# ---- block 1 ----
Block 1, sequential cells colored by netlist name:
Drawn at 4 px/um. Other sequential cells in the stronger gray, the rest of the logic in the fainter gray.
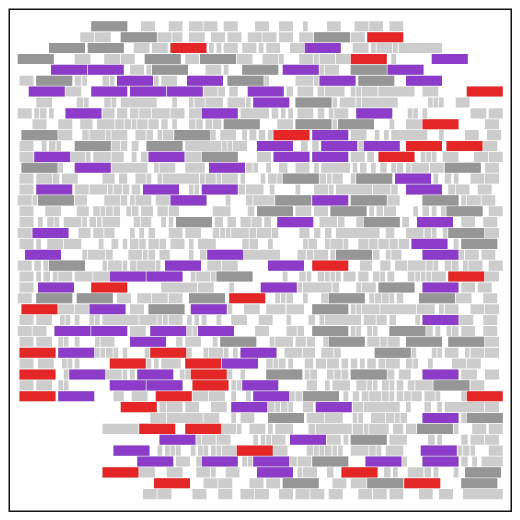

==> src/rtl/alu32_pkg.sv <==
// Shared definitions for the 32-bit ALU datapath blocks.
//   WORD_W    : datapath width
//   SPLIT_DEF : default bit position of the carry-chain pipeline cut
//   s1_payload_t : stage-1 register contents of the pipelined subtractor
package alu32_pkg;

   localparam int unsigned WORD_W    = 32;
   localparam int unsigned SPLIT_DEF = 16;

   // lo is kept zero-extended to the full word so stage 2 can assemble the
   // result with a plain OR of the high slice, independent of the cut position.
   typedef struct packed {
      logic [WORD_W-1:0] a;
      logic [WORD_W-1:0] b;
      logic [WORD_W-1:0] lo;
      logic              c_mid;
      logic              uns;
   } s1_payload_t;

endpackage

==> src/rtl/add_slice.sv <==
// Ripple-style adder slice with carry in/out.
//   x, y : WIDTH-bit addends
//   cin  : carry in
//   sum  : WIDTH-bit sum
//   cout : carry out of the top bit
module add_slice #(
   parameter int unsigned WIDTH = 16
) (
   input  logic [WIDTH-1:0] x,
   input  logic [WIDTH-1:0] y,
   input  logic             cin,
   output logic [WIDTH-1:0] sum,
   output logic             cout
);

   logic [WIDTH:0] full;

   // One extra bit holds the carry out of the slice.
   assign full = {1'b0, x} + {1'b0, y} + {{WIDTH{1'b0}}, cin};
   assign sum  = full[WIDTH-1:0];
   assign cout = full[WIDTH];

endmodule

==> src/rtl/sub_pipe_32.sv <==
// Two-stage pipelined 32-bit subtractor, A - B = A + ~B + 1, with the carry
// chain cut at bit SPLIT. Valid/ready on both sides, 1 op/cycle throughput.
//   clk, rst_n            : clock, async active-low reset
//   in_valid / in_ready   : upstream handshake
//   a_in, b_in            : minuend, subtrahend
//   unsigned_in           : SLTU select, carried with the data
//   out_valid / out_ready : downstream handshake
//   a_out, b_out          : operands aligned with the result
//   sub_z                 : A - B modulo 2^32
//   carryout              : carry out of bit 31 (1 = no borrow)
//   overflow              : signed overflow of the subtraction
//   unsigned_out          : aligned unsigned_in
module sub_pipe_32
   import alu32_pkg::*;
#(
   parameter int unsigned SPLIT = SPLIT_DEF
) (
   input  logic              clk,
   input  logic              rst_n,
   input  logic              in_valid,
   output logic              in_ready,
   input  logic [WORD_W-1:0] a_in,
   input  logic [WORD_W-1:0] b_in,
   input  logic              unsigned_in,
   output logic              out_valid,
   input  logic              out_ready,
   output logic [WORD_W-1:0] a_out,
   output logic [WORD_W-1:0] b_out,
   output logic [WORD_W-1:0] sub_z,
   output logic              carryout,
   output logic              overflow,
   output logic              unsigned_out
);

   localparam int unsigned HI_W = WORD_W - SPLIT;

   // Stage 1 state
   s1_payload_t s1_q, s1_d;
   logic        s1_valid_q, s1_valid_d;

   // Stage 2 (output) state
   logic              out_valid_q, out_valid_d;
   logic [WORD_W-1:0] a_out_q, a_out_d;
   logic [WORD_W-1:0] b_out_q, b_out_d;
   logic [WORD_W-1:0] sub_z_q, sub_z_d;
   logic              carry_q, carry_d;
   logic              ovf_q, ovf_d;
   logic              uns_q, uns_d;

   logic adv2;
   logic accept;

   // Low slice works on the incoming operands; B inversion done here.
   logic [SPLIT-1:0] lo_sum;
   logic             lo_cout;

   add_slice #(
      .WIDTH (SPLIT)
   ) u_lo (
      .x    (a_in[SPLIT-1:0]),
      .y    (~b_in[SPLIT-1:0]),
      .cin  (1'b1),
      .sum  (lo_sum),
      .cout (lo_cout)
   );

   // High slice finishes the chain from the registered mid carry.
   logic [HI_W-1:0] hi_sum;
   logic            hi_cout;

   add_slice #(
      .WIDTH (HI_W)
   ) u_hi (
      .x    (s1_q.a[WORD_W-1:SPLIT]),
      .y    (~s1_q.b[WORD_W-1:SPLIT]),
      .cin  (s1_q.c_mid),
      .sum  (hi_sum),
      .cout (hi_cout)
   );

   // Flow control: stage 2 takes a new entry when empty or being drained;
   // stage 1 accepts when empty or moving forward this cycle.
   assign adv2     = s1_valid_q & (~out_valid_q | out_ready);
   assign in_ready = ~s1_valid_q | adv2;
   assign accept   = in_valid & in_ready;

   always_comb begin
      s1_d       = s1_q;
      s1_valid_d = s1_valid_q;
      if (accept) begin
         s1_d.a     = a_in;
         s1_d.b     = b_in;
         s1_d.lo    = {{HI_W{1'b0}}, lo_sum};
         s1_d.c_mid = lo_cout;
         s1_d.uns   = unsigned_in;
         s1_valid_d = 1'b1;
      end else if (adv2) begin
         s1_valid_d = 1'b0;
      end
   end

   always_comb begin
      out_valid_d = out_valid_q;
      a_out_d     = a_out_q;
      b_out_d     = b_out_q;
      sub_z_d     = sub_z_q;
      carry_d     = carry_q;
      ovf_d       = ovf_q;
      uns_d       = uns_q;
      if (adv2) begin
         out_valid_d = 1'b1;
         a_out_d     = s1_q.a;
         b_out_d     = s1_q.b;
         sub_z_d     = s1_q.lo | {hi_sum, {SPLIT{1'b0}}};
         carry_d     = hi_cout;
         ovf_d       = (s1_q.a[WORD_W-1] != s1_q.b[WORD_W-1]) &
                       (sub_z_d[WORD_W-1] != s1_q.a[WORD_W-1]);
         uns_d       = s1_q.uns;
      end else if (out_ready) begin
         out_valid_d = 1'b0;
      end
   end

   always_ff @(posedge clk or negedge rst_n) begin
      if (!rst_n) begin
         s1_q        <= '0;
         s1_valid_q  <= 1'b0;
         out_valid_q <= 1'b0;
         a_out_q     <= '0;
         b_out_q     <= '0;
         sub_z_q     <= '0;
         carry_q     <= 1'b0;
         ovf_q       <= 1'b0;
         uns_q       <= 1'b0;
      end else begin
         s1_q        <= s1_d;
         s1_valid_q  <= s1_valid_d;
         out_valid_q <= out_valid_d;
         a_out_q     <= a_out_d;
         b_out_q     <= b_out_d;
         sub_z_q     <= sub_z_d;
         carry_q     <= carry_d;
         ovf_q       <= ovf_d;
         uns_q       <= uns_d;
      end
   end

   assign out_valid    = out_valid_q;
   assign a_out        = a_out_q;
   assign b_out        = b_out_q;
   assign sub_z        = sub_z_q;
   assign carryout     = carry_q;
   assign overflow     = ovf_q;
   assign unsigned_out = uns_q;

endmodule

==> config.mk <==
export PLATFORM = sky130hd
export DESIGN_NAME = sub_pipe_32
export DESIGN_NICKNAME = d
export VERILOG_FILES = /design/src/rtl/alu32_pkg.sv /design/src/rtl/add_slice.sv /design/src/rtl/sub_pipe_32.sv
export SDC_FILE = /design/constraint.sdc
export NUM_CORES = 1
export LEC_CHECK = 0
export ABC_CLOCK_PERIOD_IN_PS = 5300
export CORE_MARGIN = 1.5
export CORE_UTILIZATION = 55
export DETAILED_ROUTE_END_ITERATION = 6
export GPL_TIMING_DRIVEN = 0
export PLACE_DENSITY = 0.81
export SLEW_MARGIN = 20
export SYNTH_ARGS = -nofsm -noshare
export SYNTH_HDL_FRONTEND = slang
export SYNTH_SLANG_ARGS = --single-unit
==> constraint.sdc <==
create_clock -name clk -period 5.3 [get_ports clk]
set_input_delay 1.06 -clock clk [delete_from_list [all_inputs] [get_ports clk]]
set_output_delay 1.06 -clock clk [all_outputs]
set_load 0.005 [all_outputs]
# ---- block 2 ----
--- src/rtl/seg7_pkg.sv ---
// rtl/seg7_pkg.sv - shared seven-segment glyph constants, scan FSM state type and glyph decode function
package seg7_pkg;

    // Segment order a..g maps to bits 6..0, active-high.
    localparam logic [6:0] SEG_0     = 7'h7E;
    localparam logic [6:0] SEG_1     = 7'h30;
    localparam logic [6:0] SEG_2     = 7'h6D;
    localparam logic [6:0] SEG_3     = 7'h79;
    localparam logic [6:0] SEG_4     = 7'h33;
    localparam logic [6:0] SEG_5     = 7'h5B;
    localparam logic [6:0] SEG_6     = 7'h5F;
    localparam logic [6:0] SEG_7     = 7'h70;
    localparam logic [6:0] SEG_8     = 7'h7F;
    localparam logic [6:0] SEG_9     = 7'h7B;
    localparam logic [6:0] SEG_A     = 7'h77;
    localparam logic [6:0] SEG_B     = 7'h1F;
    localparam logic [6:0] SEG_C     = 7'h4E;
    localparam logic [6:0] SEG_D     = 7'h3D;
    localparam logic [6:0] SEG_E     = 7'h4F;
    localparam logic [6:0] SEG_F     = 7'h47;
    localparam logic [6:0] SEG_BLANK = 7'h00;

    localparam int CNT_W = 4;

    typedef enum logic [1:0] {
        ST_WAIT = 2'd0,
        ST_STAB = 2'd1,
        ST_HOLD = 2'd2
    } seg7_state_t;

    typedef struct packed {
        logic       legal;
        logic [3:0] value;
    } seg7_dec_t;

    function automatic seg7_dec_t seg7_decode(input logic [6:0] seg);
        seg7_dec_t d;
        d.legal = 1'b1;
        d.value = 4'h0;
        case (seg)
            SEG_0:   d.value = 4'h0;
            SEG_1:   d.value = 4'h1;
            SEG_2:   d.value = 4'h2;
            SEG_3:   d.value = 4'h3;
            SEG_4:   d.value = 4'h4;
            SEG_5:   d.value = 4'h5;
            SEG_6:   d.value = 4'h6;
            SEG_7:   d.value = 4'h7;
            SEG_8:   d.value = 4'h8;
            SEG_9:   d.value = 4'h9;
            SEG_A:   d.value = 4'hA;
            SEG_B:   d.value = 4'hB;
            SEG_C:   d.value = 4'hC;
            SEG_D:   d.value = 4'hD;
            SEG_E:   d.value = 4'hE;
            SEG_F:   d.value = 4'hF;
            default: d.legal = 1'b0;
        endcase
        return d;
    endfunction

endpackage

--- src/rtl/seg7_pat_decode.sv ---
// rtl/seg7_pat_decode.sv - combinational segment pattern to nibble decode with legal flag (blank glyph under SEG7_RD_BLANK_EN)
module seg7_pat_decode
    import seg7_pkg::*;
(
    input  logic [6:0] seg,
    output logic [3:0] value,
`ifdef SEG7_RD_BLANK_EN
    output logic       blank,
`endif
    output logic       legal
);

    seg7_dec_t dec;

    always_comb begin
        dec   = seg7_decode(seg);
        value = dec.value;
        legal = dec.legal;
`ifdef SEG7_RD_BLANK_EN
        blank = 1'b0;
        // An unlit digit reads as F so a blank position never aliases a real 0.
        if (seg == SEG_BLANK) begin
            value = 4'hF;
            legal = 1'b1;
            blank = 1'b1;
        end
`endif
    end

endmodule

--- src/rtl/seg7_scan_reader.sv ---
// rtl/seg7_scan_reader.sv - samples a multiplexed 7-segment display and rebuilds the shown hex value; SEG7_RD_BLANK_EN enables blank digits
module seg7_scan_reader
    import seg7_pkg::*;
#(
    parameter int NUM_DIG    = 4,
    parameter int STABLE_CNT = 3
) (
    input  logic                 clk,
    input  logic                 rst_n,
    input  logic [6:0]           seg_i,
    input  logic [NUM_DIG-1:0]   an_i,
    output logic [4*NUM_DIG-1:0] value_o,
    output logic                 valid_o,
`ifdef SEG7_RD_BLANK_EN
    output logic [NUM_DIG-1:0]   blank_o,
`endif
    output logic                 err_o
);

    localparam logic [CNT_W-1:0] CNT_LAST = CNT_W'(STABLE_CNT - 1);
    localparam logic [CNT_W-1:0] CNT_FULL = CNT_W'(STABLE_CNT);

    logic [6:0]           seg_s1, seg_s2, prev_seg;
    logic [NUM_DIG-1:0]   an_s1, an_s2, prev_an;
    seg7_state_t          state, state_nxt;
    logic [CNT_W-1:0]     cnt, cnt_nxt;
    logic                 accept;
    logic                 one_hot, same;

    logic [3:0]           dec_value;
    logic                 dec_legal;
    logic [NUM_DIG-1:0]   seen, seen_upd, acc_mask;
    logic [4*NUM_DIG-1:0] slots, slots_upd;
    logic                 frame_done;
`ifdef SEG7_RD_BLANK_EN
    logic                 dec_blank;
    logic [NUM_DIG-1:0]   blanks, blanks_upd;
`endif

    always_ff @(posedge clk or negedge rst_n) begin
        if (!rst_n) begin
            seg_s1   <= '0;
            seg_s2   <= '0;
            an_s1    <= '0;
            an_s2    <= '0;
            prev_seg <= '0;
            prev_an  <= '0;
        end else begin
            seg_s1   <= seg_i;
            seg_s2   <= seg_s1;
            an_s1    <= an_i;
            an_s2    <= an_s1;
            prev_seg <= seg_s2;
            prev_an  <= an_s2;
        end
    end

    assign one_hot = $onehot(an_s2);
    assign same    = (an_s2 == prev_an) && (seg_s2 == prev_seg);

    seg7_pat_decode u_pat_decode (
        .seg   (seg_s2),
        .value (dec_value),
`ifdef SEG7_RD_BLANK_EN
        .blank (dec_blank),
`endif
        .legal (dec_legal)
    );

    always_ff @(posedge clk or negedge rst_n) begin
        if (!rst_n) begin
            state <= ST_WAIT;
            cnt   <= '0;
        end else begin
            state <= state_nxt;
            cnt   <= cnt_nxt;
        end
    end

    // The counter tracks how many consecutive identical samples this dwell has shown.
    always_comb begin
        state_nxt = state;
        cnt_nxt   = cnt;
        accept    = 1'b0;
        case (state)
            ST_WAIT: begin
                if (one_hot) begin
                    state_nxt = ST_STAB;
                    cnt_nxt   = CNT_W'(1);
                end
            end
            ST_STAB: begin
                if (same) begin
                    if (cnt == CNT_LAST) begin
                        accept    = 1'b1;
                        state_nxt = ST_HOLD;
                        cnt_nxt   = CNT_FULL;
                    end else begin
                        cnt_nxt = cnt + CNT_W'(1);
                    end
                end else if (one_hot) begin
                    cnt_nxt = CNT_W'(1);
                end else begin
                    state_nxt = ST_WAIT;
                    cnt_nxt   = '0;
                end
            end
            ST_HOLD: begin
                if (!same) begin
                    if (one_hot) begin
                        state_nxt = ST_STAB;
                        cnt_nxt   = CNT_W'(1);
                    end else begin
                        state_nxt = ST_WAIT;
                        cnt_nxt   = '0;
                    end
                end
            end
            default: begin
                state_nxt = ST_WAIT;
                cnt_nxt   = '0;
            end
        endcase
    end

    // The one-hot enable doubles as the slot write mask.
    always_comb begin
        acc_mask  = (accept && dec_legal) ? an_s2 : '0;
        seen_upd  = seen | acc_mask;
        slots_upd = slots;
        for (int k = 0; k < NUM_DIG; k++) begin
            if (acc_mask[k]) begin
                slots_upd[4*k +: 4] = dec_value;
            end
        end
    end

`ifdef SEG7_RD_BLANK_EN
    always_comb begin
        blanks_upd = blanks;
        for (int k = 0; k < NUM_DIG; k++) begin
            if (acc_mask[k]) begin
                blanks_upd[k] = dec_blank;
            end
        end
    end
`endif

    assign frame_done = (|acc_mask) && (&seen_upd);

    always_ff @(posedge clk or negedge rst_n) begin
        if (!rst_n) begin
            seen    <= '0;
            slots   <= '0;
            value_o <= '0;
            valid_o <= 1'b0;
            err_o   <= 1'b0;
        end else begin
            slots   <= slots_upd;
            seen    <= frame_done ? '0 : seen_upd;
            valid_o <= frame_done;
            err_o   <= accept && !dec_legal;
            if (frame_done) begin
                value_o <= slots_upd;
            end
        end
    end

`ifdef SEG7_RD_BLANK_EN
    always_ff @(posedge clk or negedge rst_n) begin
        if (!rst_n) begin
            blanks  <= '0;
            blank_o <= '0;
        end else begin
            blanks <= blanks_upd;
            if (frame_done) begin
                blank_o <= blanks_upd;
            end
        end
    end
`endif

endmodule

--- config.mk ---
export PLATFORM = sky130hd
export DESIGN_NAME = seg7_scan_reader
export DESIGN_NICKNAME = d
export VERILOG_FILES = /design/src/rtl/seg7_pkg.sv /design/src/rtl/seg7_pat_decode.sv /design/src/rtl/seg7_scan_reader.sv
export SDC_FILE = /design/constraint.sdc
export NUM_CORES = 1
export LEC_CHECK = 0
export CAP_MARGIN = 20
export CORE_MARGIN = 8
export CORE_UTILIZATION = 52
export CTS_CLUSTER_DIAMETER = 60
export CTS_CLUSTER_SIZE = 8
export DETAILED_ROUTE_END_ITERATION = 8
export GPL_ROUTABILITY_DRIVEN = 0
export GPL_TIMING_DRIVEN = 0
export PLACE_DENSITY_LB_ADDON = 0.2
export SKIP_CTS_REPAIR_TIMING = 1
export SYNTH_ARGS = -nofsm -noshare
export SYNTH_HDL_FRONTEND = slang
export SYNTH_SLANG_ARGS = --single-unit
--- constraint.sdc ---
create_clock -name clk -period 2.6 [get_ports clk]
set_input_delay 0.39 -clock clk [delete_from_list [all_inputs] [get_ports clk]]
set_output_delay 0.39 -clock clk [all_outputs]
set_load 0.05 [all_outputs]
Block 2, wiring by layer:
Drawn at 4 px/um. Two of the layers only.
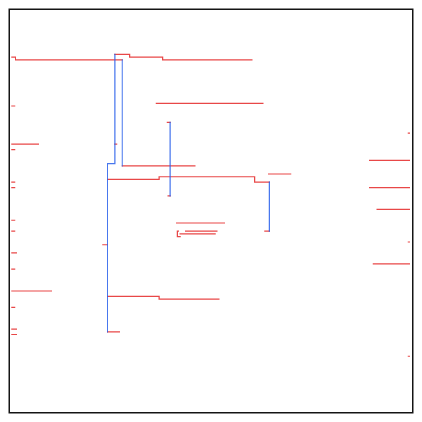
met4 -> blue  # wire length 128 um
met3 -> red  # wire length 286 um
vias: 2415
wire length per cell: 16.1 um
Total GRT Usage: 15.8%

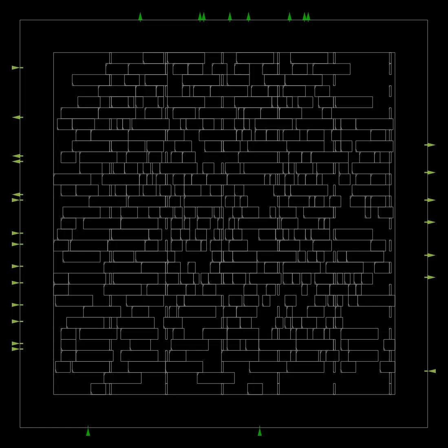
Block 2: cell placement
sequential cell area share: 43.2%
Fill cells: 582

==> run summary, block 2 <==
yosys + openroad results -> Power Total 2.48 mW, Worst-Skew Late Latency 0.36 ns, layout cells sized above 1 25.3%, logic area 0.00162 mm2, first-pass GRT wire length 12400 um, run status complete, no violations, Die Y 101 um, EDFF count, synth 0, multi-input combinational area share 36.3%, Peak VDD IR approximately 380 uV, period utilisation layout 98.4%, CP Capture Point cnt[2]$_DFFE_PN0P_, antenna viol nets, final 0, critical path required time 2.84 ns, worst-path fanout max 10, Synth top cells by count 77 x dfrtp_1, 18 x nor2_1, 16 x inv_1, 13 x nand2_1, 12 x nand3_1, DRT Pass-1 Iters 4
-- block 2: layer usage --
| layer | track usage (%) | vias up | share of wire [%] |
|---|---|---|---|
| met5 | 0 | - | 0 |
| met4 | 6.63 | 0 | 1.8 |
| met3 | 4.70 | 12 | 3.9 |
| met2 | 24.0 | 47 | 46 |
| li1 | - | 1161 | - |
| met1 | 20.5 | 1195 | 48 |
-- block 2: per-stage QoR --
stage | setup slack [ns] | instances
4_1_cts | -0.333 | 443
2_1_floorplan | 0.0429 | 297
3_5_place_dp | -0.318 | 427
6_report | 0.0406 | 451
3_3_place_gp | -1.51 | 426
5_1_grt | -0.0529 | 451
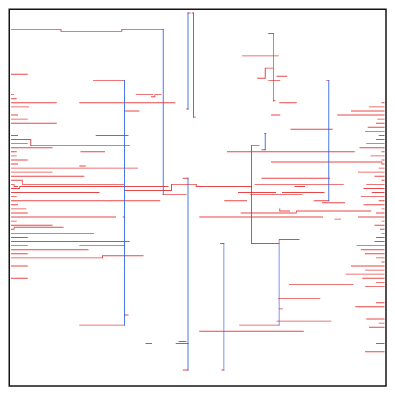
Block 1: wiring by layer
Drawn at 3 px/um. Two of the layers only.
met3 -> red  # wire length 1560 um
met4 -> blue  # wire length 437 um
DRT Wirelength: 20600 um
wire length per cell: 17.6 um

Notes on 'sequential cells colored by netlist name' of block 1 above:
a_out -> red  # placed flops 32, where spread over the die
s1_q -> purple  # placed flops 82, where spread over the die
not colored = 69
fin util: 74.1%
sequential cell area: 0.00458 mm2
sequential cell area share: 42.5%
power in sequential cells: 1.89 mW

==> run summary, block 1 <==
yosys + openroad results -> flop-to-flop setup slack 2.44 ns, multi-input combinational area share 31.1%, worst hold slack 0.467 ns, Port-buffer cells 169, GPL Wtd Cong 0.910, Die Y ~130 um, Sinks on Clock Net between 150 and 200, dpl hpwl 15100 um, post-synth net total 881, area post-placement a little over 0.01 mm2, number of max-cap violations 0, CP Capture Type output pin, ys flop type dfrtp_1, setup TNS 0 ns, Setup crit start out_ready, CP cell instances clkdlybuf4s50_1, nand3b_1, clkdlybuf4s50_1, setup bufs post-CTS 0, core area about 0.015 mm2, Compound Share, Synth 11.7%, Tmin final 3.40 ns, Critical Path Source Type input port, DRT Pass-1 Iters 4, worst-case clock skew 0.00653 ns, Hold Crit Class input port to asynchronous set/reset pin, DR vias/cell 5.44, run status complete, no violations, CP Buf/Inv Count 2, Crit-path slowest cell clkdlybuf4s50_1, antenna violations before repair 0, Final Hold Vio Count 0, Peak VDD IR 223 uV, Worst Tran Pin Value 0.796 ns, Initial DRC Count roughly 420, XOR Share, Synth 1.71%, RR Endpoint sub_z[26]$_DFFE_PN0P_, synth unique cells 54, M1 GR Usage 35.3%, YS warnings 0, biggest area cells dfrtp_1 56%, mux2_2 8.8%, nand2_1 8.7%, vias 6333, CTS Buf Count 17, Max Clk Rate slightly below 300 MHz, Seq share, synth between 50% and 60%, grt total ovfl 0, Slew Limit Fails 0
-- block 1: metal layers --
layer | part of all wire [%] | routed length, um
met5 | 0 | 0
met4 | 2.1 | 437
met3 | 7.6 | 1560
met2 | 49 | 10000
met1 | 42 | 8530
-- block 1: where the power goes --
group	switching [mW]	internal (mW)	total [mW]	leakage, nW
clock network	0.526	0.730	1.26	0.288
logic	0.551	0.734	1.29	2.40
registers	0.185	1.71	1.89	2.24
-- block 1: flip-flops by register name (all words and copies together) (netlist names) --
signal,cells
s1_q,82
a_out,32
b_out,32
sub_z,32
carryout,1
out_valid,1
overflow,1
s1_valid_q,1
unsigned_out,1

# ---- block 3 ----
Block 3, wiring by layer:
Drawn at 1 px/um. Two of the layers only.
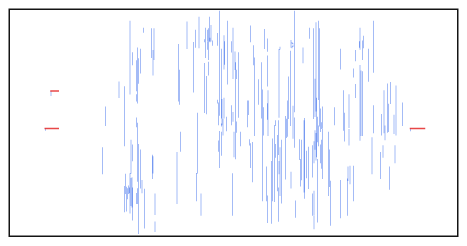

==> config.mk <==
export PLATFORM = sky130hd
export DESIGN_NAME = vc_buffer_bank
export DESIGN_NICKNAME = d
export VERILOG_FILES = /design/src/rtl/vc_buffer_bank_pkg.sv /design/src/rtl/vc_buffer_bank_fifo.sv /design/src/rtl/vc_buffer_bank.sv
export VERILOG_INCLUDE_DIRS = /design/src /design/src/rtl
export SDC_FILE = /design/constraint.sdc
export NUM_CORES = 1
export LEC_CHECK = 0
export CORE_ASPECT_RATIO = 0.5
export CORE_MARGIN = 2
export CORE_UTILIZATION = 50
export CTS_CLUSTER_SIZE = 10
export DETAILED_ROUTE_END_ITERATION = 12
export PLACE_DENSITY = 0.79
export SYNTH_ARGS = -nofsm -noshare
export SYNTH_HDL_FRONTEND = slang
export SYNTH_SLANG_ARGS = --single-unit
==> constraint.sdc <==
create_clock -name clk -period 11.4 [get_ports clk]
set_clock_uncertainty 0.1 [all_clocks]
set_input_delay 3.42 -clock clk [delete_from_list [all_inputs] [get_ports clk]]
set_output_delay 3.42 -clock clk [all_outputs]
set_load 0.03 [all_outputs]
==> src/rtl/global.vh <==
// Shared project-wide widths and counts for the router datapath.
`ifndef GLOBAL_VH
`define GLOBAL_VH
`define TIME_WIDTH     16
`define VC_INDEX_WIDTH 3
`define NUM_VC         6
`endif

==> src/rtl/vc_buffer_bank_pkg.sv <==
// Shared constants and helpers for the VC buffer bank (widths from global.vh).
package vc_buffer_bank_pkg;
`include "global.vh"

    localparam int NUM_VC = `NUM_VC;
    localparam int VIW    = `VC_INDEX_WIDTH;

    // Indices 6 and 7 are encodable but do not name a real VC.
    function automatic logic vc_ok(input logic [VIW-1:0] vc);
        return (vc < VIW'(NUM_VC));
    endfunction

endpackage

==> src/rtl/vc_buffer_bank_fifo.sv <==
// Single-VC FIFO: power-of-two depth, wrapping pointers, combinational head.
module vc_fifo #(
    parameter int DEPTH = 4,
    parameter int WIDTH = 48
) (
    input  logic             clk,
    input  logic             reset,
    input  logic             push,
    input  logic             pop,
    input  logic [WIDTH-1:0] wdata,
    output logic [WIDTH-1:0] head,
    output logic             empty,
    output logic             full
);
    localparam int AW = $clog2(DEPTH);
    localparam int CW = AW + 1;

    logic [WIDTH-1:0] mem_q [DEPTH];
    logic [AW-1:0]    rd_ptr_q, rd_ptr_d;
    logic [AW-1:0]    wr_ptr_q, wr_ptr_d;
    logic [CW-1:0]    count_q, count_d;

    // Next-state for pointers and occupancy; push and pop together keep count.
    always_comb begin
        rd_ptr_d = rd_ptr_q;
        wr_ptr_d = wr_ptr_q;
        count_d  = count_q;
        if (push) begin
            wr_ptr_d = wr_ptr_q + AW'(1);
        end else begin
            wr_ptr_d = wr_ptr_q;
        end
        if (pop) begin
            rd_ptr_d = rd_ptr_q + AW'(1);
        end else begin
            rd_ptr_d = rd_ptr_q;
        end
        case ({push, pop})
            2'b10:   count_d = count_q + CW'(1);
            2'b01:   count_d = count_q - CW'(1);
            default: count_d = count_q;
        endcase
    end

    // Pointer and count registers.
    always_ff @(posedge clk) begin
        if (reset) begin
            rd_ptr_q <= '0;
            wr_ptr_q <= '0;
            count_q  <= '0;
        end else begin
            rd_ptr_q <= rd_ptr_d;
            wr_ptr_q <= wr_ptr_d;
            count_q  <= count_d;
        end
    end

    // Flit storage, intentionally left unreset.
    always_ff @(posedge clk) begin
        if (push) begin
            mem_q[wr_ptr_q] <= wdata;
        end
    end

    assign head  = mem_q[rd_ptr_q];
    assign empty = (count_q == CW'(0));
    assign full  = (count_q == CW'(DEPTH));

endmodule

==> src/rtl/vc_buffer_bank.sv <==
// Six-VC input buffer bank with input/output steering and registered dequeue.
// Optional same-cycle bypass of empty VCs is enabled by defining VCBUF_BYPASS_EN.
`include "global.vh"

module vc_buffer_bank
    import vc_buffer_bank_pkg::*;
#(
    parameter int DEPTH      = 4,
    parameter int DATA_WIDTH = 32
) (
    input  logic                       clk,
    input  logic                       reset,
    input  logic                       in_valid,
    input  logic [`VC_INDEX_WIDTH-1:0] in_vc,
    input  logic [`TIME_WIDTH-1:0]     in_time,
    input  logic [DATA_WIDTH-1:0]      in_data,
    output logic [`TIME_WIDTH-1:0]     time_out_0,
    output logic [`TIME_WIDTH-1:0]     time_out_1,
    output logic [`TIME_WIDTH-1:0]     time_out_2,
    output logic [`TIME_WIDTH-1:0]     time_out_3,
    output logic [`TIME_WIDTH-1:0]     time_out_4,
    output logic [`TIME_WIDTH-1:0]     time_out_5,
    output logic [NUM_VC-1:0]          vc_valid,
    input  logic                       deq_en,
    input  logic [`VC_INDEX_WIDTH-1:0] deq_vc,
    output logic                       out_valid,
    output logic [`TIME_WIDTH-1:0]     out_time,
    output logic [DATA_WIDTH-1:0]      out_data,
    output logic [NUM_VC-1:0]          credit_out,
    output logic [NUM_VC-1:0]          full,
    output logic                       err
);
    localparam int TW = `TIME_WIDTH;
    localparam int FW = TW + DATA_WIDTH;

    logic [FW-1:0]     head_s [NUM_VC];
    logic [TW-1:0]     time_s [NUM_VC];
    logic [NUM_VC-1:0] empty_s, full_s, push_s, pop_s, byp_s, in_hit_s;
    logic              err_set_s;
    logic [FW-1:0]     out_sel_s;

    logic              out_valid_q, out_valid_d;
    logic [TW-1:0]     out_time_q, out_time_d;
    logic [DATA_WIDTH-1:0] out_data_q, out_data_d;
    logic [NUM_VC-1:0] credit_q, credit_d;
    logic              err_q, err_d;

    for (genvar k = 0; k < NUM_VC; k++) begin : g_vc
        vc_fifo #(.DEPTH(DEPTH), .WIDTH(FW)) u_fifo (
            .clk   (clk),
            .reset (reset),
            .push  (push_s[k]),
            .pop   (pop_s[k]),
            .wdata ({in_time, in_data}),
            .head  (head_s[k]),
            .empty (empty_s[k]),
            .full  (full_s[k])
        );
`ifdef VCBUF_BYPASS_EN
        assign time_s[k]   = !empty_s[k] ? head_s[k][FW-1:DATA_WIDTH] :
                             (in_hit_s[k] ? in_time : {TW{1'b1}});
        assign vc_valid[k] = !empty_s[k] || in_hit_s[k];
`else
        assign time_s[k]   = !empty_s[k] ? head_s[k][FW-1:DATA_WIDTH] : {TW{1'b1}};
        assign vc_valid[k] = !empty_s[k];
`endif
    end

    // Steer enqueue/dequeue strobes to the FIFOs and collect error causes.
    always_comb begin
        push_s    = '0;
        pop_s     = '0;
        byp_s     = '0;
        in_hit_s  = '0;
        out_sel_s = '0;
        err_set_s = (in_valid && !vc_ok(in_vc)) || (deq_en && !vc_ok(deq_vc));
        for (int k = 0; k < NUM_VC; k++) begin
            in_hit_s[k] = in_valid && (in_vc == VIW'(k));
`ifdef VCBUF_BYPASS_EN
            byp_s[k] = in_hit_s[k] && deq_en && (deq_vc == VIW'(k)) && empty_s[k];
`else
            byp_s[k] = 1'b0;
`endif
            pop_s[k]  = deq_en && (deq_vc == VIW'(k)) && !empty_s[k];
            push_s[k] = in_hit_s[k] && (!full_s[k] || pop_s[k]) && !byp_s[k];
            if (in_hit_s[k] && full_s[k] && !pop_s[k]) begin
                err_set_s = 1'b1;
            end else if (deq_en && (deq_vc == VIW'(k)) && empty_s[k] && !byp_s[k]) begin
                err_set_s = 1'b1;
            end else begin
                err_set_s = err_set_s;
            end
            if (pop_s[k]) begin
                out_sel_s = head_s[k];
            end else begin
                out_sel_s = out_sel_s;
            end
        end
    end

    // Next state of the registered dequeue port, credits and sticky error.
    always_comb begin
        out_valid_d = (|pop_s) || (|byp_s);
        credit_d    = pop_s | byp_s;
        err_d       = err_q || err_set_s;
        out_time_d  = out_time_q;
        out_data_d  = out_data_q;
        if (|byp_s) begin
            out_time_d = in_time;
            out_data_d = in_data;
        end else if (|pop_s) begin
            out_time_d = out_sel_s[FW-1:DATA_WIDTH];
            out_data_d = out_sel_s[DATA_WIDTH-1:0];
        end else begin
            out_time_d = out_time_q;
            out_data_d = out_data_q;
        end
    end

    // Output and error registers.
    always_ff @(posedge clk) begin
        if (reset) begin
            out_valid_q <= 1'b0;
            out_time_q  <= '0;
            out_data_q  <= '0;
            credit_q    <= '0;
            err_q       <= 1'b0;
        end else begin
            out_valid_q <= out_valid_d;
            out_time_q  <= out_time_d;
            out_data_q  <= out_data_d;
            credit_q    <= credit_d;
            err_q       <= err_d;
        end
    end

    assign time_out_0 = time_s[0];
    assign time_out_1 = time_s[1];
    assign time_out_2 = time_s[2];
    assign time_out_3 = time_s[3];
    assign time_out_4 = time_s[4];
    assign time_out_5 = time_s[5];
    assign full       = full_s;
    assign out_valid  = out_valid_q;
    assign out_time   = out_time_q;
    assign out_data   = out_data_q;
    assign credit_out = credit_q;
    assign err        = err_q;

endmodule
# ---- block 4 ----
--- src/rtl/booth_mult32.sv ---
// Sequential radix-2 Booth signed multiplier; one add/subtract per clock, WIDTH cycles from start to result.
// Returns the low WIDTH product bits plus an overflow flag; a new start in any state aborts and relatches.
module booth_mult32 #(
  parameter int WIDTH = 32
) (
  input  logic             clock,
  input  logic             reset,
  input  logic             ctrl_MULT,
  input  logic [WIDTH-1:0] data_operandA,
  input  logic [WIDTH-1:0] data_operandB,
  output logic [WIDTH-1:0] data_result,
  output logic             data_exception,
  output logic             data_resultRDY,
  output logic             busy
);

  localparam int CW = $clog2(WIDTH) + 1;

  typedef enum logic [1:0] {IDLE, RUN, DONE} state_t;

  state_t           r_state;
  state_t           w_state_nxt;
  logic [WIDTH:0]   r_m;
  logic [WIDTH:0]   r_a;
  logic [WIDTH-1:0] r_q;
  logic             r_q1;
  logic [CW-1:0]    r_cnt;

  logic             w_last;
  logic             w_do_add;
  logic             w_sub;
  logic [WIDTH:0]   w_addend;
  logic [WIDTH:0]   w_sum;
  logic [WIDTH:0]   w_acc;
  logic [WIDTH:0]   w_a_nxt;
  logic [WIDTH-1:0] w_q_nxt;
  logic [WIDTH:0]   w_top;
  logic             w_ovf;

  assign w_last = (r_cnt == CW'(WIDTH - 1));

  // Booth recode {Q[0], q_1}: 01 adds M, 10 subtracts M as A + ~M + 1.
  assign w_do_add = r_q[0] ^ r_q1;
  assign w_sub    = r_q[0] & ~r_q1;
  assign w_addend = w_sub ? ~r_m : r_m;
  // WIDTH+1-bit add: the carry out of the sign-extension bit is dropped, keeping M = -2^(WIDTH-1) exact.
  assign w_sum    = r_a + w_addend + (WIDTH + 1)'(w_sub);
  assign w_acc    = w_do_add ? w_sum : r_a;

  assign w_a_nxt  = {w_acc[WIDTH], w_acc[WIDTH:1]};
  assign w_q_nxt  = {w_acc[0], r_q[WIDTH-1:1]};

  // Product fits in WIDTH signed bits only if the upper half and the result sign bit agree.
  assign w_top    = {w_a_nxt[WIDTH-1:0], w_q_nxt[WIDTH-1]};
  assign w_ovf    = ~((&w_top) | ~(|w_top));

  always_ff @(posedge clock or posedge reset) begin
    if (reset) r_state <= IDLE;
    else       r_state <= w_state_nxt;
  end

  always_comb begin
    w_state_nxt = r_state;
    if (ctrl_MULT) begin
      w_state_nxt = RUN;
    end else begin
      case (r_state)
        IDLE:    w_state_nxt = IDLE;
        RUN:     if (w_last) w_state_nxt = DONE;
        DONE:    w_state_nxt = IDLE;
        default: w_state_nxt = IDLE;
      endcase
    end
  end

  always_ff @(posedge clock or posedge reset) begin
    if (reset) begin
      r_m            <= '0;
      r_a            <= '0;
      r_q            <= '0;
      r_q1           <= 1'b0;
      r_cnt          <= '0;
      data_result    <= '0;
      data_exception <= 1'b0;
    end else if (ctrl_MULT) begin
      r_m   <= {data_operandA[WIDTH-1], data_operandA};
      r_a   <= '0;
      r_q   <= data_operandB;
      r_q1  <= 1'b0;
      r_cnt <= '0;
    end else if (r_state == RUN) begin
      r_a   <= w_a_nxt;
      r_q   <= w_q_nxt;
      r_q1  <= r_q[0];
      r_cnt <= r_cnt + CW'(1);
      if (w_last) begin
        data_result    <= w_q_nxt;
        data_exception <= w_ovf;
      end
    end
  end

  assign data_resultRDY = (r_state == DONE);
  assign busy           = (r_state == RUN);

endmodule
--- config.mk ---
export PLATFORM = sky130hd
export DESIGN_NAME = booth_mult32
export DESIGN_NICKNAME = d
export VERILOG_FILES = /design/src/rtl/booth_mult32.sv
export SDC_FILE = /design/constraint.sdc
export NUM_CORES = 1
export LEC_CHECK = 0
export ABC_AREA = 1
export ABC_CLOCK_PERIOD_IN_PS = 9900
export CAP_MARGIN = 20
export CELL_PAD_IN_SITES_DETAIL_PLACEMENT = 1
export CELL_PAD_IN_SITES_GLOBAL_PLACEMENT = 1
export CORE_MARGIN = 2
export CORE_UTILIZATION = 42
export CTS_CLUSTER_SIZE = 16
export DETAILED_ROUTE_END_ITERATION = 8
export GPL_ROUTABILITY_DRIVEN = 0
export PLACE_DENSITY_LB_ADDON = 0.2
export SLEW_MARGIN = 40
export SYNTH_ARGS = -nofsm -noshare
export SYNTH_HDL_FRONTEND = slang
export SYNTH_SLANG_ARGS = --single-unit
--- constraint.sdc ---
create_clock -name clock -period 9.9 [get_ports clock]
set_input_delay 1.98 -clock clock [delete_from_list [all_inputs] [get_ports clock]]
set_output_delay 1.98 -clock clock [all_outputs]
set_load 0.02 [all_outputs]
# ---- block 5 ----
### config.mk
export PLATFORM = sky130hd
export DESIGN_NAME = mole_round_sequencer
export DESIGN_NICKNAME = d
export VERILOG_FILES = /design/src/rtl/mole_round_sequencer.sv
export SDC_FILE = /design/constraint.sdc
export NUM_CORES = 1
export LEC_CHECK = 0
export CAP_MARGIN = 15
export CORE_ASPECT_RATIO = 0.9
export CORE_MARGIN = 3
export CORE_UTILIZATION = 55
export DETAILED_ROUTE_END_ITERATION = 16
export GPL_TIMING_DRIVEN = 1
export HOLD_SLACK_MARGIN = 0.12
export MAX_ROUTING_LAYER = met4
export PLACE_DENSITY = 0.81
export SYNTH_ARGS = -nofsm -noshare
export SYNTH_HDL_FRONTEND = slang
export SYNTH_SLANG_ARGS = --single-unit
### constraint.sdc
create_clock -name clk -period 3.1 [get_ports clk]
set_input_delay 0.62 -clock clk [delete_from_list [all_inputs] [get_ports clk]]
set_output_delay 0.62 -clock clk [all_outputs]
set_load 0.02 [all_outputs]
### src/rtl/mole_round_sequencer.sv
// Whack-a-mole round sequencer: lights one pseudo-random mole at a time, times it with
// tick-enabled down-counters, and scores hits/misses until the round timer runs out.
module mole_round_sequencer #(
  parameter int          NUM_MOLES   = 8,
  parameter int          ROUND_TICKS = 30000,
  parameter int          UP_TICKS    = 800,
  parameter int          GAP_TICKS   = 300,
  parameter int          SCORE_BITS  = 8,
  parameter int          TIME_BITS   = 15,
  parameter logic [15:0] LFSR_SEED   = 16'hACE1
) (
  input  logic                  clk,
  input  logic                  arst,
  input  logic                  start,
  input  logic                  tick,
  input  logic [NUM_MOLES-1:0]  hit,
  output logic [NUM_MOLES-1:0]  mole_onehot,
  output logic [SCORE_BITS-1:0] score,
  output logic [SCORE_BITS-1:0] misses,
  output logic [TIME_BITS-1:0]  time_left,
  output logic                  round_active,
  output logic                  game_over
);

  localparam int IDX_W = $clog2(NUM_MOLES);
  localparam int UP_W  = $clog2(UP_TICKS + 1);
  localparam int GAP_W = $clog2(GAP_TICKS + 1);

  localparam logic [UP_W-1:0]       UP_INIT   = UP_W'(UP_TICKS);
  localparam logic [GAP_W-1:0]      GAP_INIT  = GAP_W'(GAP_TICKS);
  localparam logic [TIME_BITS-1:0]  TIME_INIT = TIME_BITS'(ROUND_TICKS);
  localparam logic [SCORE_BITS-1:0] SCORE_MAX = '1;

  typedef enum logic [2:0] {S_IDLE, S_SPAWN, S_UP, S_GAP, S_DONE} state_t;

  state_t           state;
  logic [15:0]      lfsr;
  logic [IDX_W-1:0] last_idx;
  logic [UP_W-1:0]  up_cnt;
  logic [GAP_W-1:0] gap_cnt;

  logic             lfsr_fb;
  logic [IDX_W-1:0] raw_idx;
  logic [IDX_W-1:0] spawn_idx;
  logic             hit_ok;
  logic             hit_any;
  logic             active;
  logic             round_end;

  function automatic logic [SCORE_BITS-1:0] sat_inc(input logic [SCORE_BITS-1:0] v);
    return (v == SCORE_MAX) ? v : v + SCORE_BITS'(1);
  endfunction

  // Never repeat the previous mole; NUM_MOLES is a power of two so the +1 wraps naturally.
  always_comb begin
    lfsr_fb   = lfsr[15] ^ lfsr[13] ^ lfsr[12] ^ lfsr[10];
    raw_idx   = lfsr[IDX_W-1:0];
    spawn_idx = (raw_idx == last_idx) ? raw_idx + IDX_W'(1) : raw_idx;
    hit_ok    = |(hit & mole_onehot);
    hit_any   = |hit;
    active    = (state == S_SPAWN) || (state == S_UP) || (state == S_GAP);
    round_end = active && tick && (time_left == TIME_BITS'(1));
  end

  always_ff @(posedge clk or posedge arst) begin
    if (arst) begin
      state        <= S_IDLE;
      lfsr         <= LFSR_SEED;
      last_idx     <= '0;
      up_cnt       <= '0;
      gap_cnt      <= '0;
      mole_onehot  <= '0;
      score        <= '0;
      misses       <= '0;
      time_left    <= TIME_INIT;
      round_active <= 1'b0;
      game_over    <= 1'b0;
    end else begin
      lfsr <= {lfsr[14:0], lfsr_fb};
      if (active && tick && (time_left != '0))
        time_left <= time_left - TIME_BITS'(1);

      case (state)
        S_IDLE, S_DONE: begin
          if (start) begin
            score        <= '0;
            misses       <= '0;
            time_left    <= TIME_INIT;
            game_over    <= 1'b0;
            round_active <= 1'b1;
            state        <= S_SPAWN;
          end
        end
        S_SPAWN: begin
          mole_onehot <= NUM_MOLES'(1) << spawn_idx;
          last_idx    <= spawn_idx;
          up_cnt      <= UP_INIT;
          state       <= S_UP;
        end
        S_UP: begin
          if (tick && (up_cnt != '0))
            up_cnt <= up_cnt - UP_W'(1);
          if (hit_ok) begin
            score       <= sat_inc(score);
            mole_onehot <= '0;
            gap_cnt     <= GAP_INIT;
            state       <= S_GAP;
          end else if (hit_any) begin
            misses <= sat_inc(misses);
          end else if (tick && (up_cnt == UP_W'(1))) begin
            misses      <= sat_inc(misses);
            mole_onehot <= '0;
            gap_cnt     <= GAP_INIT;
            state       <= S_GAP;
          end
        end
        S_GAP: begin
          if (hit_any)
            misses <= sat_inc(misses);
          if (tick && (gap_cnt != '0))
            gap_cnt <= gap_cnt - GAP_W'(1);
          if (tick && (gap_cnt == GAP_W'(1)))
            state <= S_SPAWN;
        end
        default: state <= S_IDLE;
      endcase

      // End of round wins over any state move made above; scoring from this cycle stands.
      if (round_end) begin
        state        <= S_DONE;
        mole_onehot  <= '0;
        round_active <= 1'b0;
        game_over    <= 1'b1;
      end
    end
  end

  a_mole_onehot0: assert property (@(posedge clk) disable iff (arst) $onehot0(mole_onehot));
  a_score_sat: assert property (@(posedge clk) disable iff (arst)
    (score == SCORE_MAX && !start) |=> (score == SCORE_MAX));
  a_misses_sat: assert property (@(posedge clk) disable iff (arst)
    (misses == SCORE_MAX && !start) |=> (misses == SCORE_MAX));

endmodule

Block 3, sequential cells colored by netlist name:
Drawn at 1.5 px/um. Other sequential cells in the stronger gray, the rest of the logic in the fainter gray.
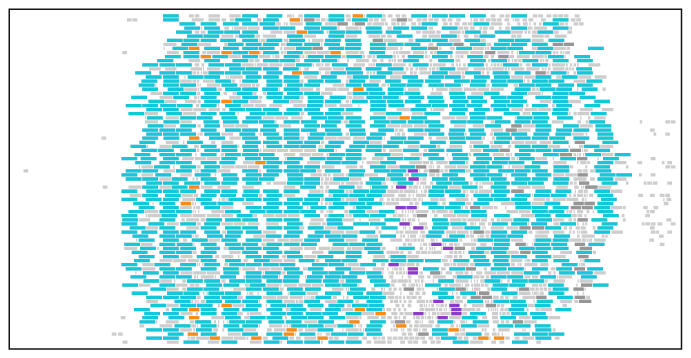
g_vc.u_fifo.mem_q -> cyan  # placed flops 1152
out_data -> orange  # placed flops 32
g_vc.u_fifo.count_q -> purple  # placed flops 18
not colored = 60
fin util: 58.6%
power in sequential cells: 5.09 mW

Notes on 'wiring by layer' of block 3 above:
met5 -> red  # wire length 34.0 um
met4 -> blue  # wire length 6630 um
Total GRT Usage: 27.2%
wire length per cell: 32.6 um
vias: 27816
DRT Wirelength: 137000 um

==> run summary, block 3 <==
yosys + openroad results -> ys flop type edfxtp_1, Top cell area share 70.5%, run status complete, no violations, vias in the first global route about 28000, Top pwr grp registers, number of diodes 3, Cells after DPL 3949, Post-synth regs 1262, WHS Endpoint out_data[4]$_SDFFE_PP0P_, post-route cell area 0.0571 mm2, setup TNS 0 ns, area of the mapped netlist between 0.04 and 0.05 mm2, Synth-to-Final Area Change 16.4%, worst-path fanout max 29, Slew headroom a little over an eighth, Hold Crit Class flop to flop, most frequent cells in the layout 1152 x edfxtp_1, 288 x mux4_2, 220 x clkdlybuf4s50_1, Peak VDD IR 130 uV, Rows roughly 80, Synth top cells by count 1152 x edfxtp_1, 288 x mux4_2, 110 x dfxtp_1, 104 x nor2_1, 96 x or2_2, worst slack, placed 4.23 ns, largest net degree at the start of global routing around 57, biggest area cells edfxtp_1 70%, mux4_2 13%, dfxtp_1 4.5%, RSZ-0062 raised after global routing no, Max Clk Rate ~140 MHz, Tap Cells between 1000 and 1500, Clk pin slew, worst setup/hold paths 0.05 ns, CP arrival 3.79 ns, multi-input combinational area share 20.2%, sequential cell area 0.0368 mm2, DR vias/cell 6.60, CP top delay family buffers and inverters, Synth top cell by count edfxtp_1, I/O pins 222, uppermost layer routed met5, Setup Viol. Count Final 0, Seq cells between 1000 and 1500, combinational power between 0.3 and 0.4 mW, Root Buffer clkbuf_16
-- block 3: flip-flops by register name, indices dropped and copies added, names as in the netlist, named ones only --
register and count:
credit_out 6, out_time 16, err 1, g_vc.u_fifo.mem_q 1152, g_vc.u_fifo.count_q 18, g_vc.u_fifo.rd_ptr_q 12, g_vc.u_fifo.wr_ptr_q 12, out_data 32
out_valid 1
-- block 3: cells by family after synthesis --
logic type | count (synthesis) | share of synthesized area [%]
flops | 1262 | 75.0
compound gates | 301 | 4.38
buf+inv | 187 | 1.76
simple gates | 375 | 4.13
mux | 293 | 13.3
xor+xnor | 29 | 0.517
fa+ha+maj | 33 | 0.933
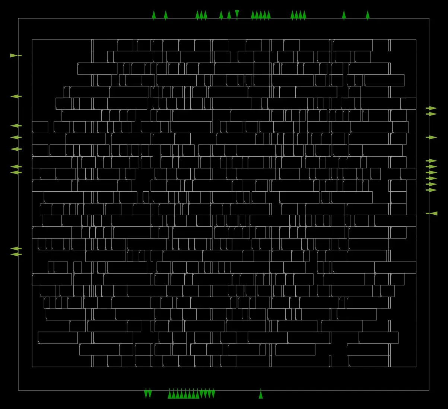
Block 5: cell placement
core area: 0.00680 mm2
Post-Layout Cell Count: 544
Tap Cells: 90

==> run summary, block 5 <==
yosys + openroad results -> Mean Syn Cell Area 10.4 um2, most frequent logic cell in the layout dfrtp_1, Signal buffers 62, power in sequential cells ~1.8 mW, post-route cell area a little under 0.005 mm2, Post-synth mux share about 1.6%, met1 wire length 3980 um, worst hold slack around 0.36 ns, RR Endpoint misses[5]$_DFFE_PP0P_, post-synth net total a little over 400, YS warnings 0, run status complete, no violations, multi-input combinational area share between 30% and 40%, clk cell area share slightly above 4%, DRT Wirelength roughly 8500 um, share of power burned in registers 42.8%, CTS Buf Count 9, combinational power 1.59 mW, number of diodes 0, CP cell instances clkdlybuf4s50_1, a22o_1, a221oi_1, a21boi_0, or4_4, or3_1, a21oi_1, Top cell area share 42.3%, metal2 WL 4090 um, R2R depth 6, CP top delay family AND-OR/OR-AND gates, setup bufs post-CTS 0, combinational gates 285, CP peak stage delay 0.63 ns, clock power share between 10% and 20%, post-synth top area cell dfrtp_1, die area ~0.0083 mm2, Comb pwr share 38.3%, Die Y 86.5 um
-- block 5: cell families (layout without fill, tap and decap cells) --
logic type | Yosys count | after routing
simple gates | 169 | 169
flops | 82 | 82
compound gates | 70 | 70
xor+xnor | 29 | 29
buf+inv | 15 | 87
fa+ha+maj | 11 | 11
mux | 6 | 6
-- block 5: per-layer routing --
| metal | up-vias | track usage, % |
|---|---|---|
| met4 | 0 | 8.91 |
| met2 | 63 | 34.8 |
| met1 | 1537 | 32.6 |
| met5 | - | - |
| met3 | 10 | 4.34 |
| li1 | 1515 | - |
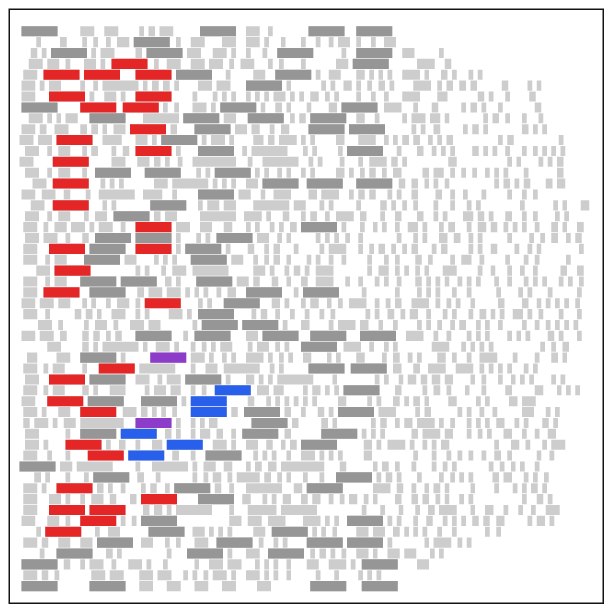
Block 4: sequential cells colored by netlist name
Drawn at 4 px/um. Other sequential cells in the stronger gray, the rest of the logic in the fainter gray.
r_q -> red  # placed flops 32, where a column on the left
r_state -> purple  # placed flops 2
r_cnt -> blue  # placed flops 6
not colored = 98
fin util: 52.1%
sequential cell area share: 32.7%

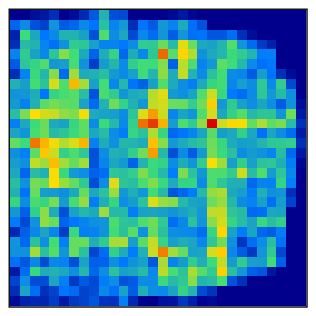
Block 4: wiring heat map
Drawn at 2 px/um. The die is cut into 30 by 30 equal tiles; dark blue is low, red is high, scaled to the fullest tile. Values are wire area over tile area, all layers added.
tiles over half the peak = 20%
nearly empty tiles = 10%
fullest tile = 0.57
mean over tiles = 0.20
Total GRT Usage: 26.2%
wire length per cell: 17.1 um

==> run summary, block 4 <==
yosys + openroad results -> run status complete, no violations, # DRC 0, Dominant comb cell simple AND/OR/NAND/NOR gates, I/O pins 102, multi-input combinational area share 41.4%, Post-CTS Resized 0, M1 GR Usage 36.3%, worst-case clock skew 0.00927 ns, switching power total 0.878 mW, DRT Wirelength 27600 um, post-synth top area cell dfrtp_1, DRT Pass-1 Iters 5, WP depth 24, leakage dissipation 5.55 nW, Compound Share, Synth 10.8%, sequential cell area 0.00345 mm2, CP top delay family simple AND/OR/NAND/NOR gates, share of power burned in registers 30.5%, Synth top cell by count nand2_1, Die Y 148 um, worst setup path class flop to flop, Post-synth regs 138, worst hold slack between 0.4 and 0.5 ns, Final Hold Vio Count 0, GR peak layer met2, Worst-Skew Late Latency 0.41 ns, synth unique cells 36, CP cell instances inv_1, ha_4, xor2_1, ha_1, nand2_2, inv_1, nand2_1, nand2_1, a21oi_1, nand2_2, nand2_1, nand3_1, nand2_1, nand2_1, inv_1, nand2_1, nor2_1, nand2_1, nor2_1, nand3_1, nand2_1, nand2_1, nand2_1, nand2_1, number of diodes 0, Sinks on Clock Net 138, Setup Viol. Count Final 0, Clk pin slew, worst setup/hold paths 0.06 ns, number of max-cap violations 0, XOR Share, Synth 3.30%, switch share 39.9%, Die X 148 um, most frequent cells in the layout 464 x nand2_1, 189 x inv_1, 138 x dfrtp_1
==> block 4: power groups by stage <==
stage                     Sequential [mW]  Combinational (mW)  Clock [mW]
after floorplan                     0.673               0.585           0
after global placement              0.676               0.813           0
after detailed placement            0.679               0.844           0
after CTS                           0.671               0.857       0.677
after global routing                0.678               0.970       0.698
final                               0.671               0.860       0.669
==> block 4: registers in the layout, indices dropped and copies added, names as in the netlist <==
| signal | flops |
|---|---|
| data_exception | 1 |
| data_result | 32 |
| r_a | 32 |
| r_cnt | 6 |
| r_m | 32 |
| r_q | 32 |
| r_q1 | 1 |
| r_state | 2 |


==> gallery <==
Nets reached from selected ports.
panel A
Drawn at 4 px/um.
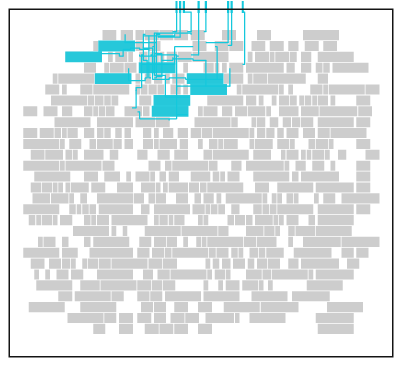
panel B
Drawn at 3 px/um.
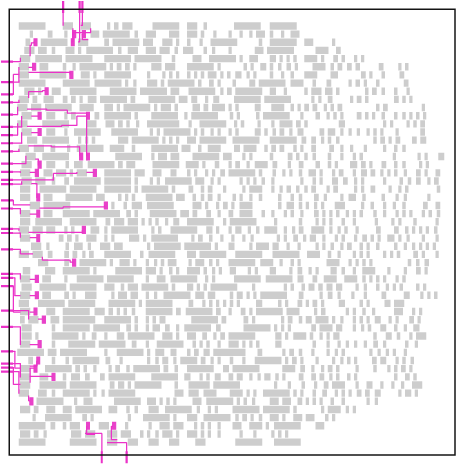
panel C
Drawn at 4 px/um.
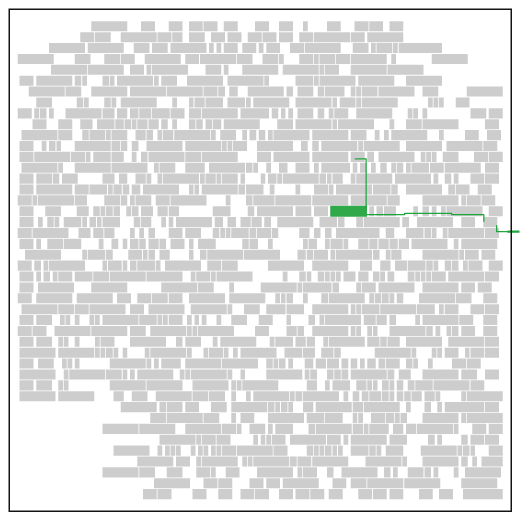
panel D
Drawn at 4 px/um.
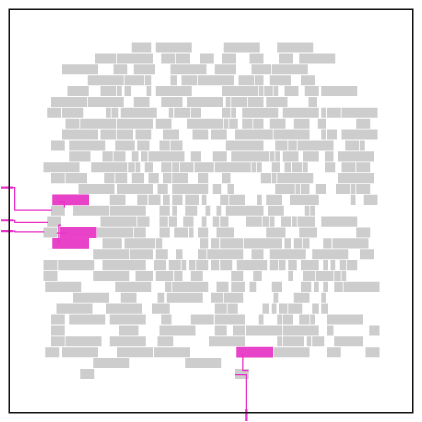
panel E
Drawn at 1.5 px/um.
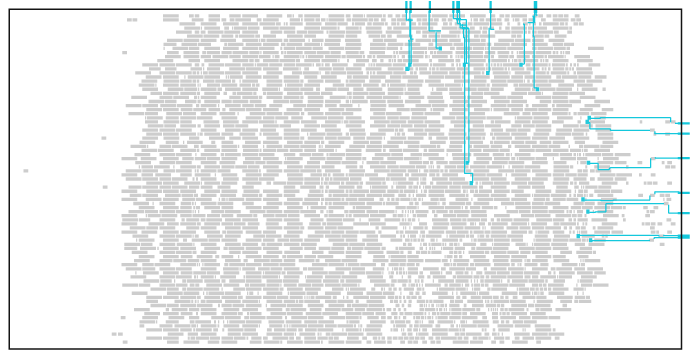
block 1: panel C
block 3: panel E
block 2: panel D
block 4: panel B
block 5: panel A

Key to panel D:
an_i -> magenta  # direction input, edge 3 west, 1 south, end cells 4, buffers 4, wire 60.4 um

Power is estimated from default activity; no workload was simulated.
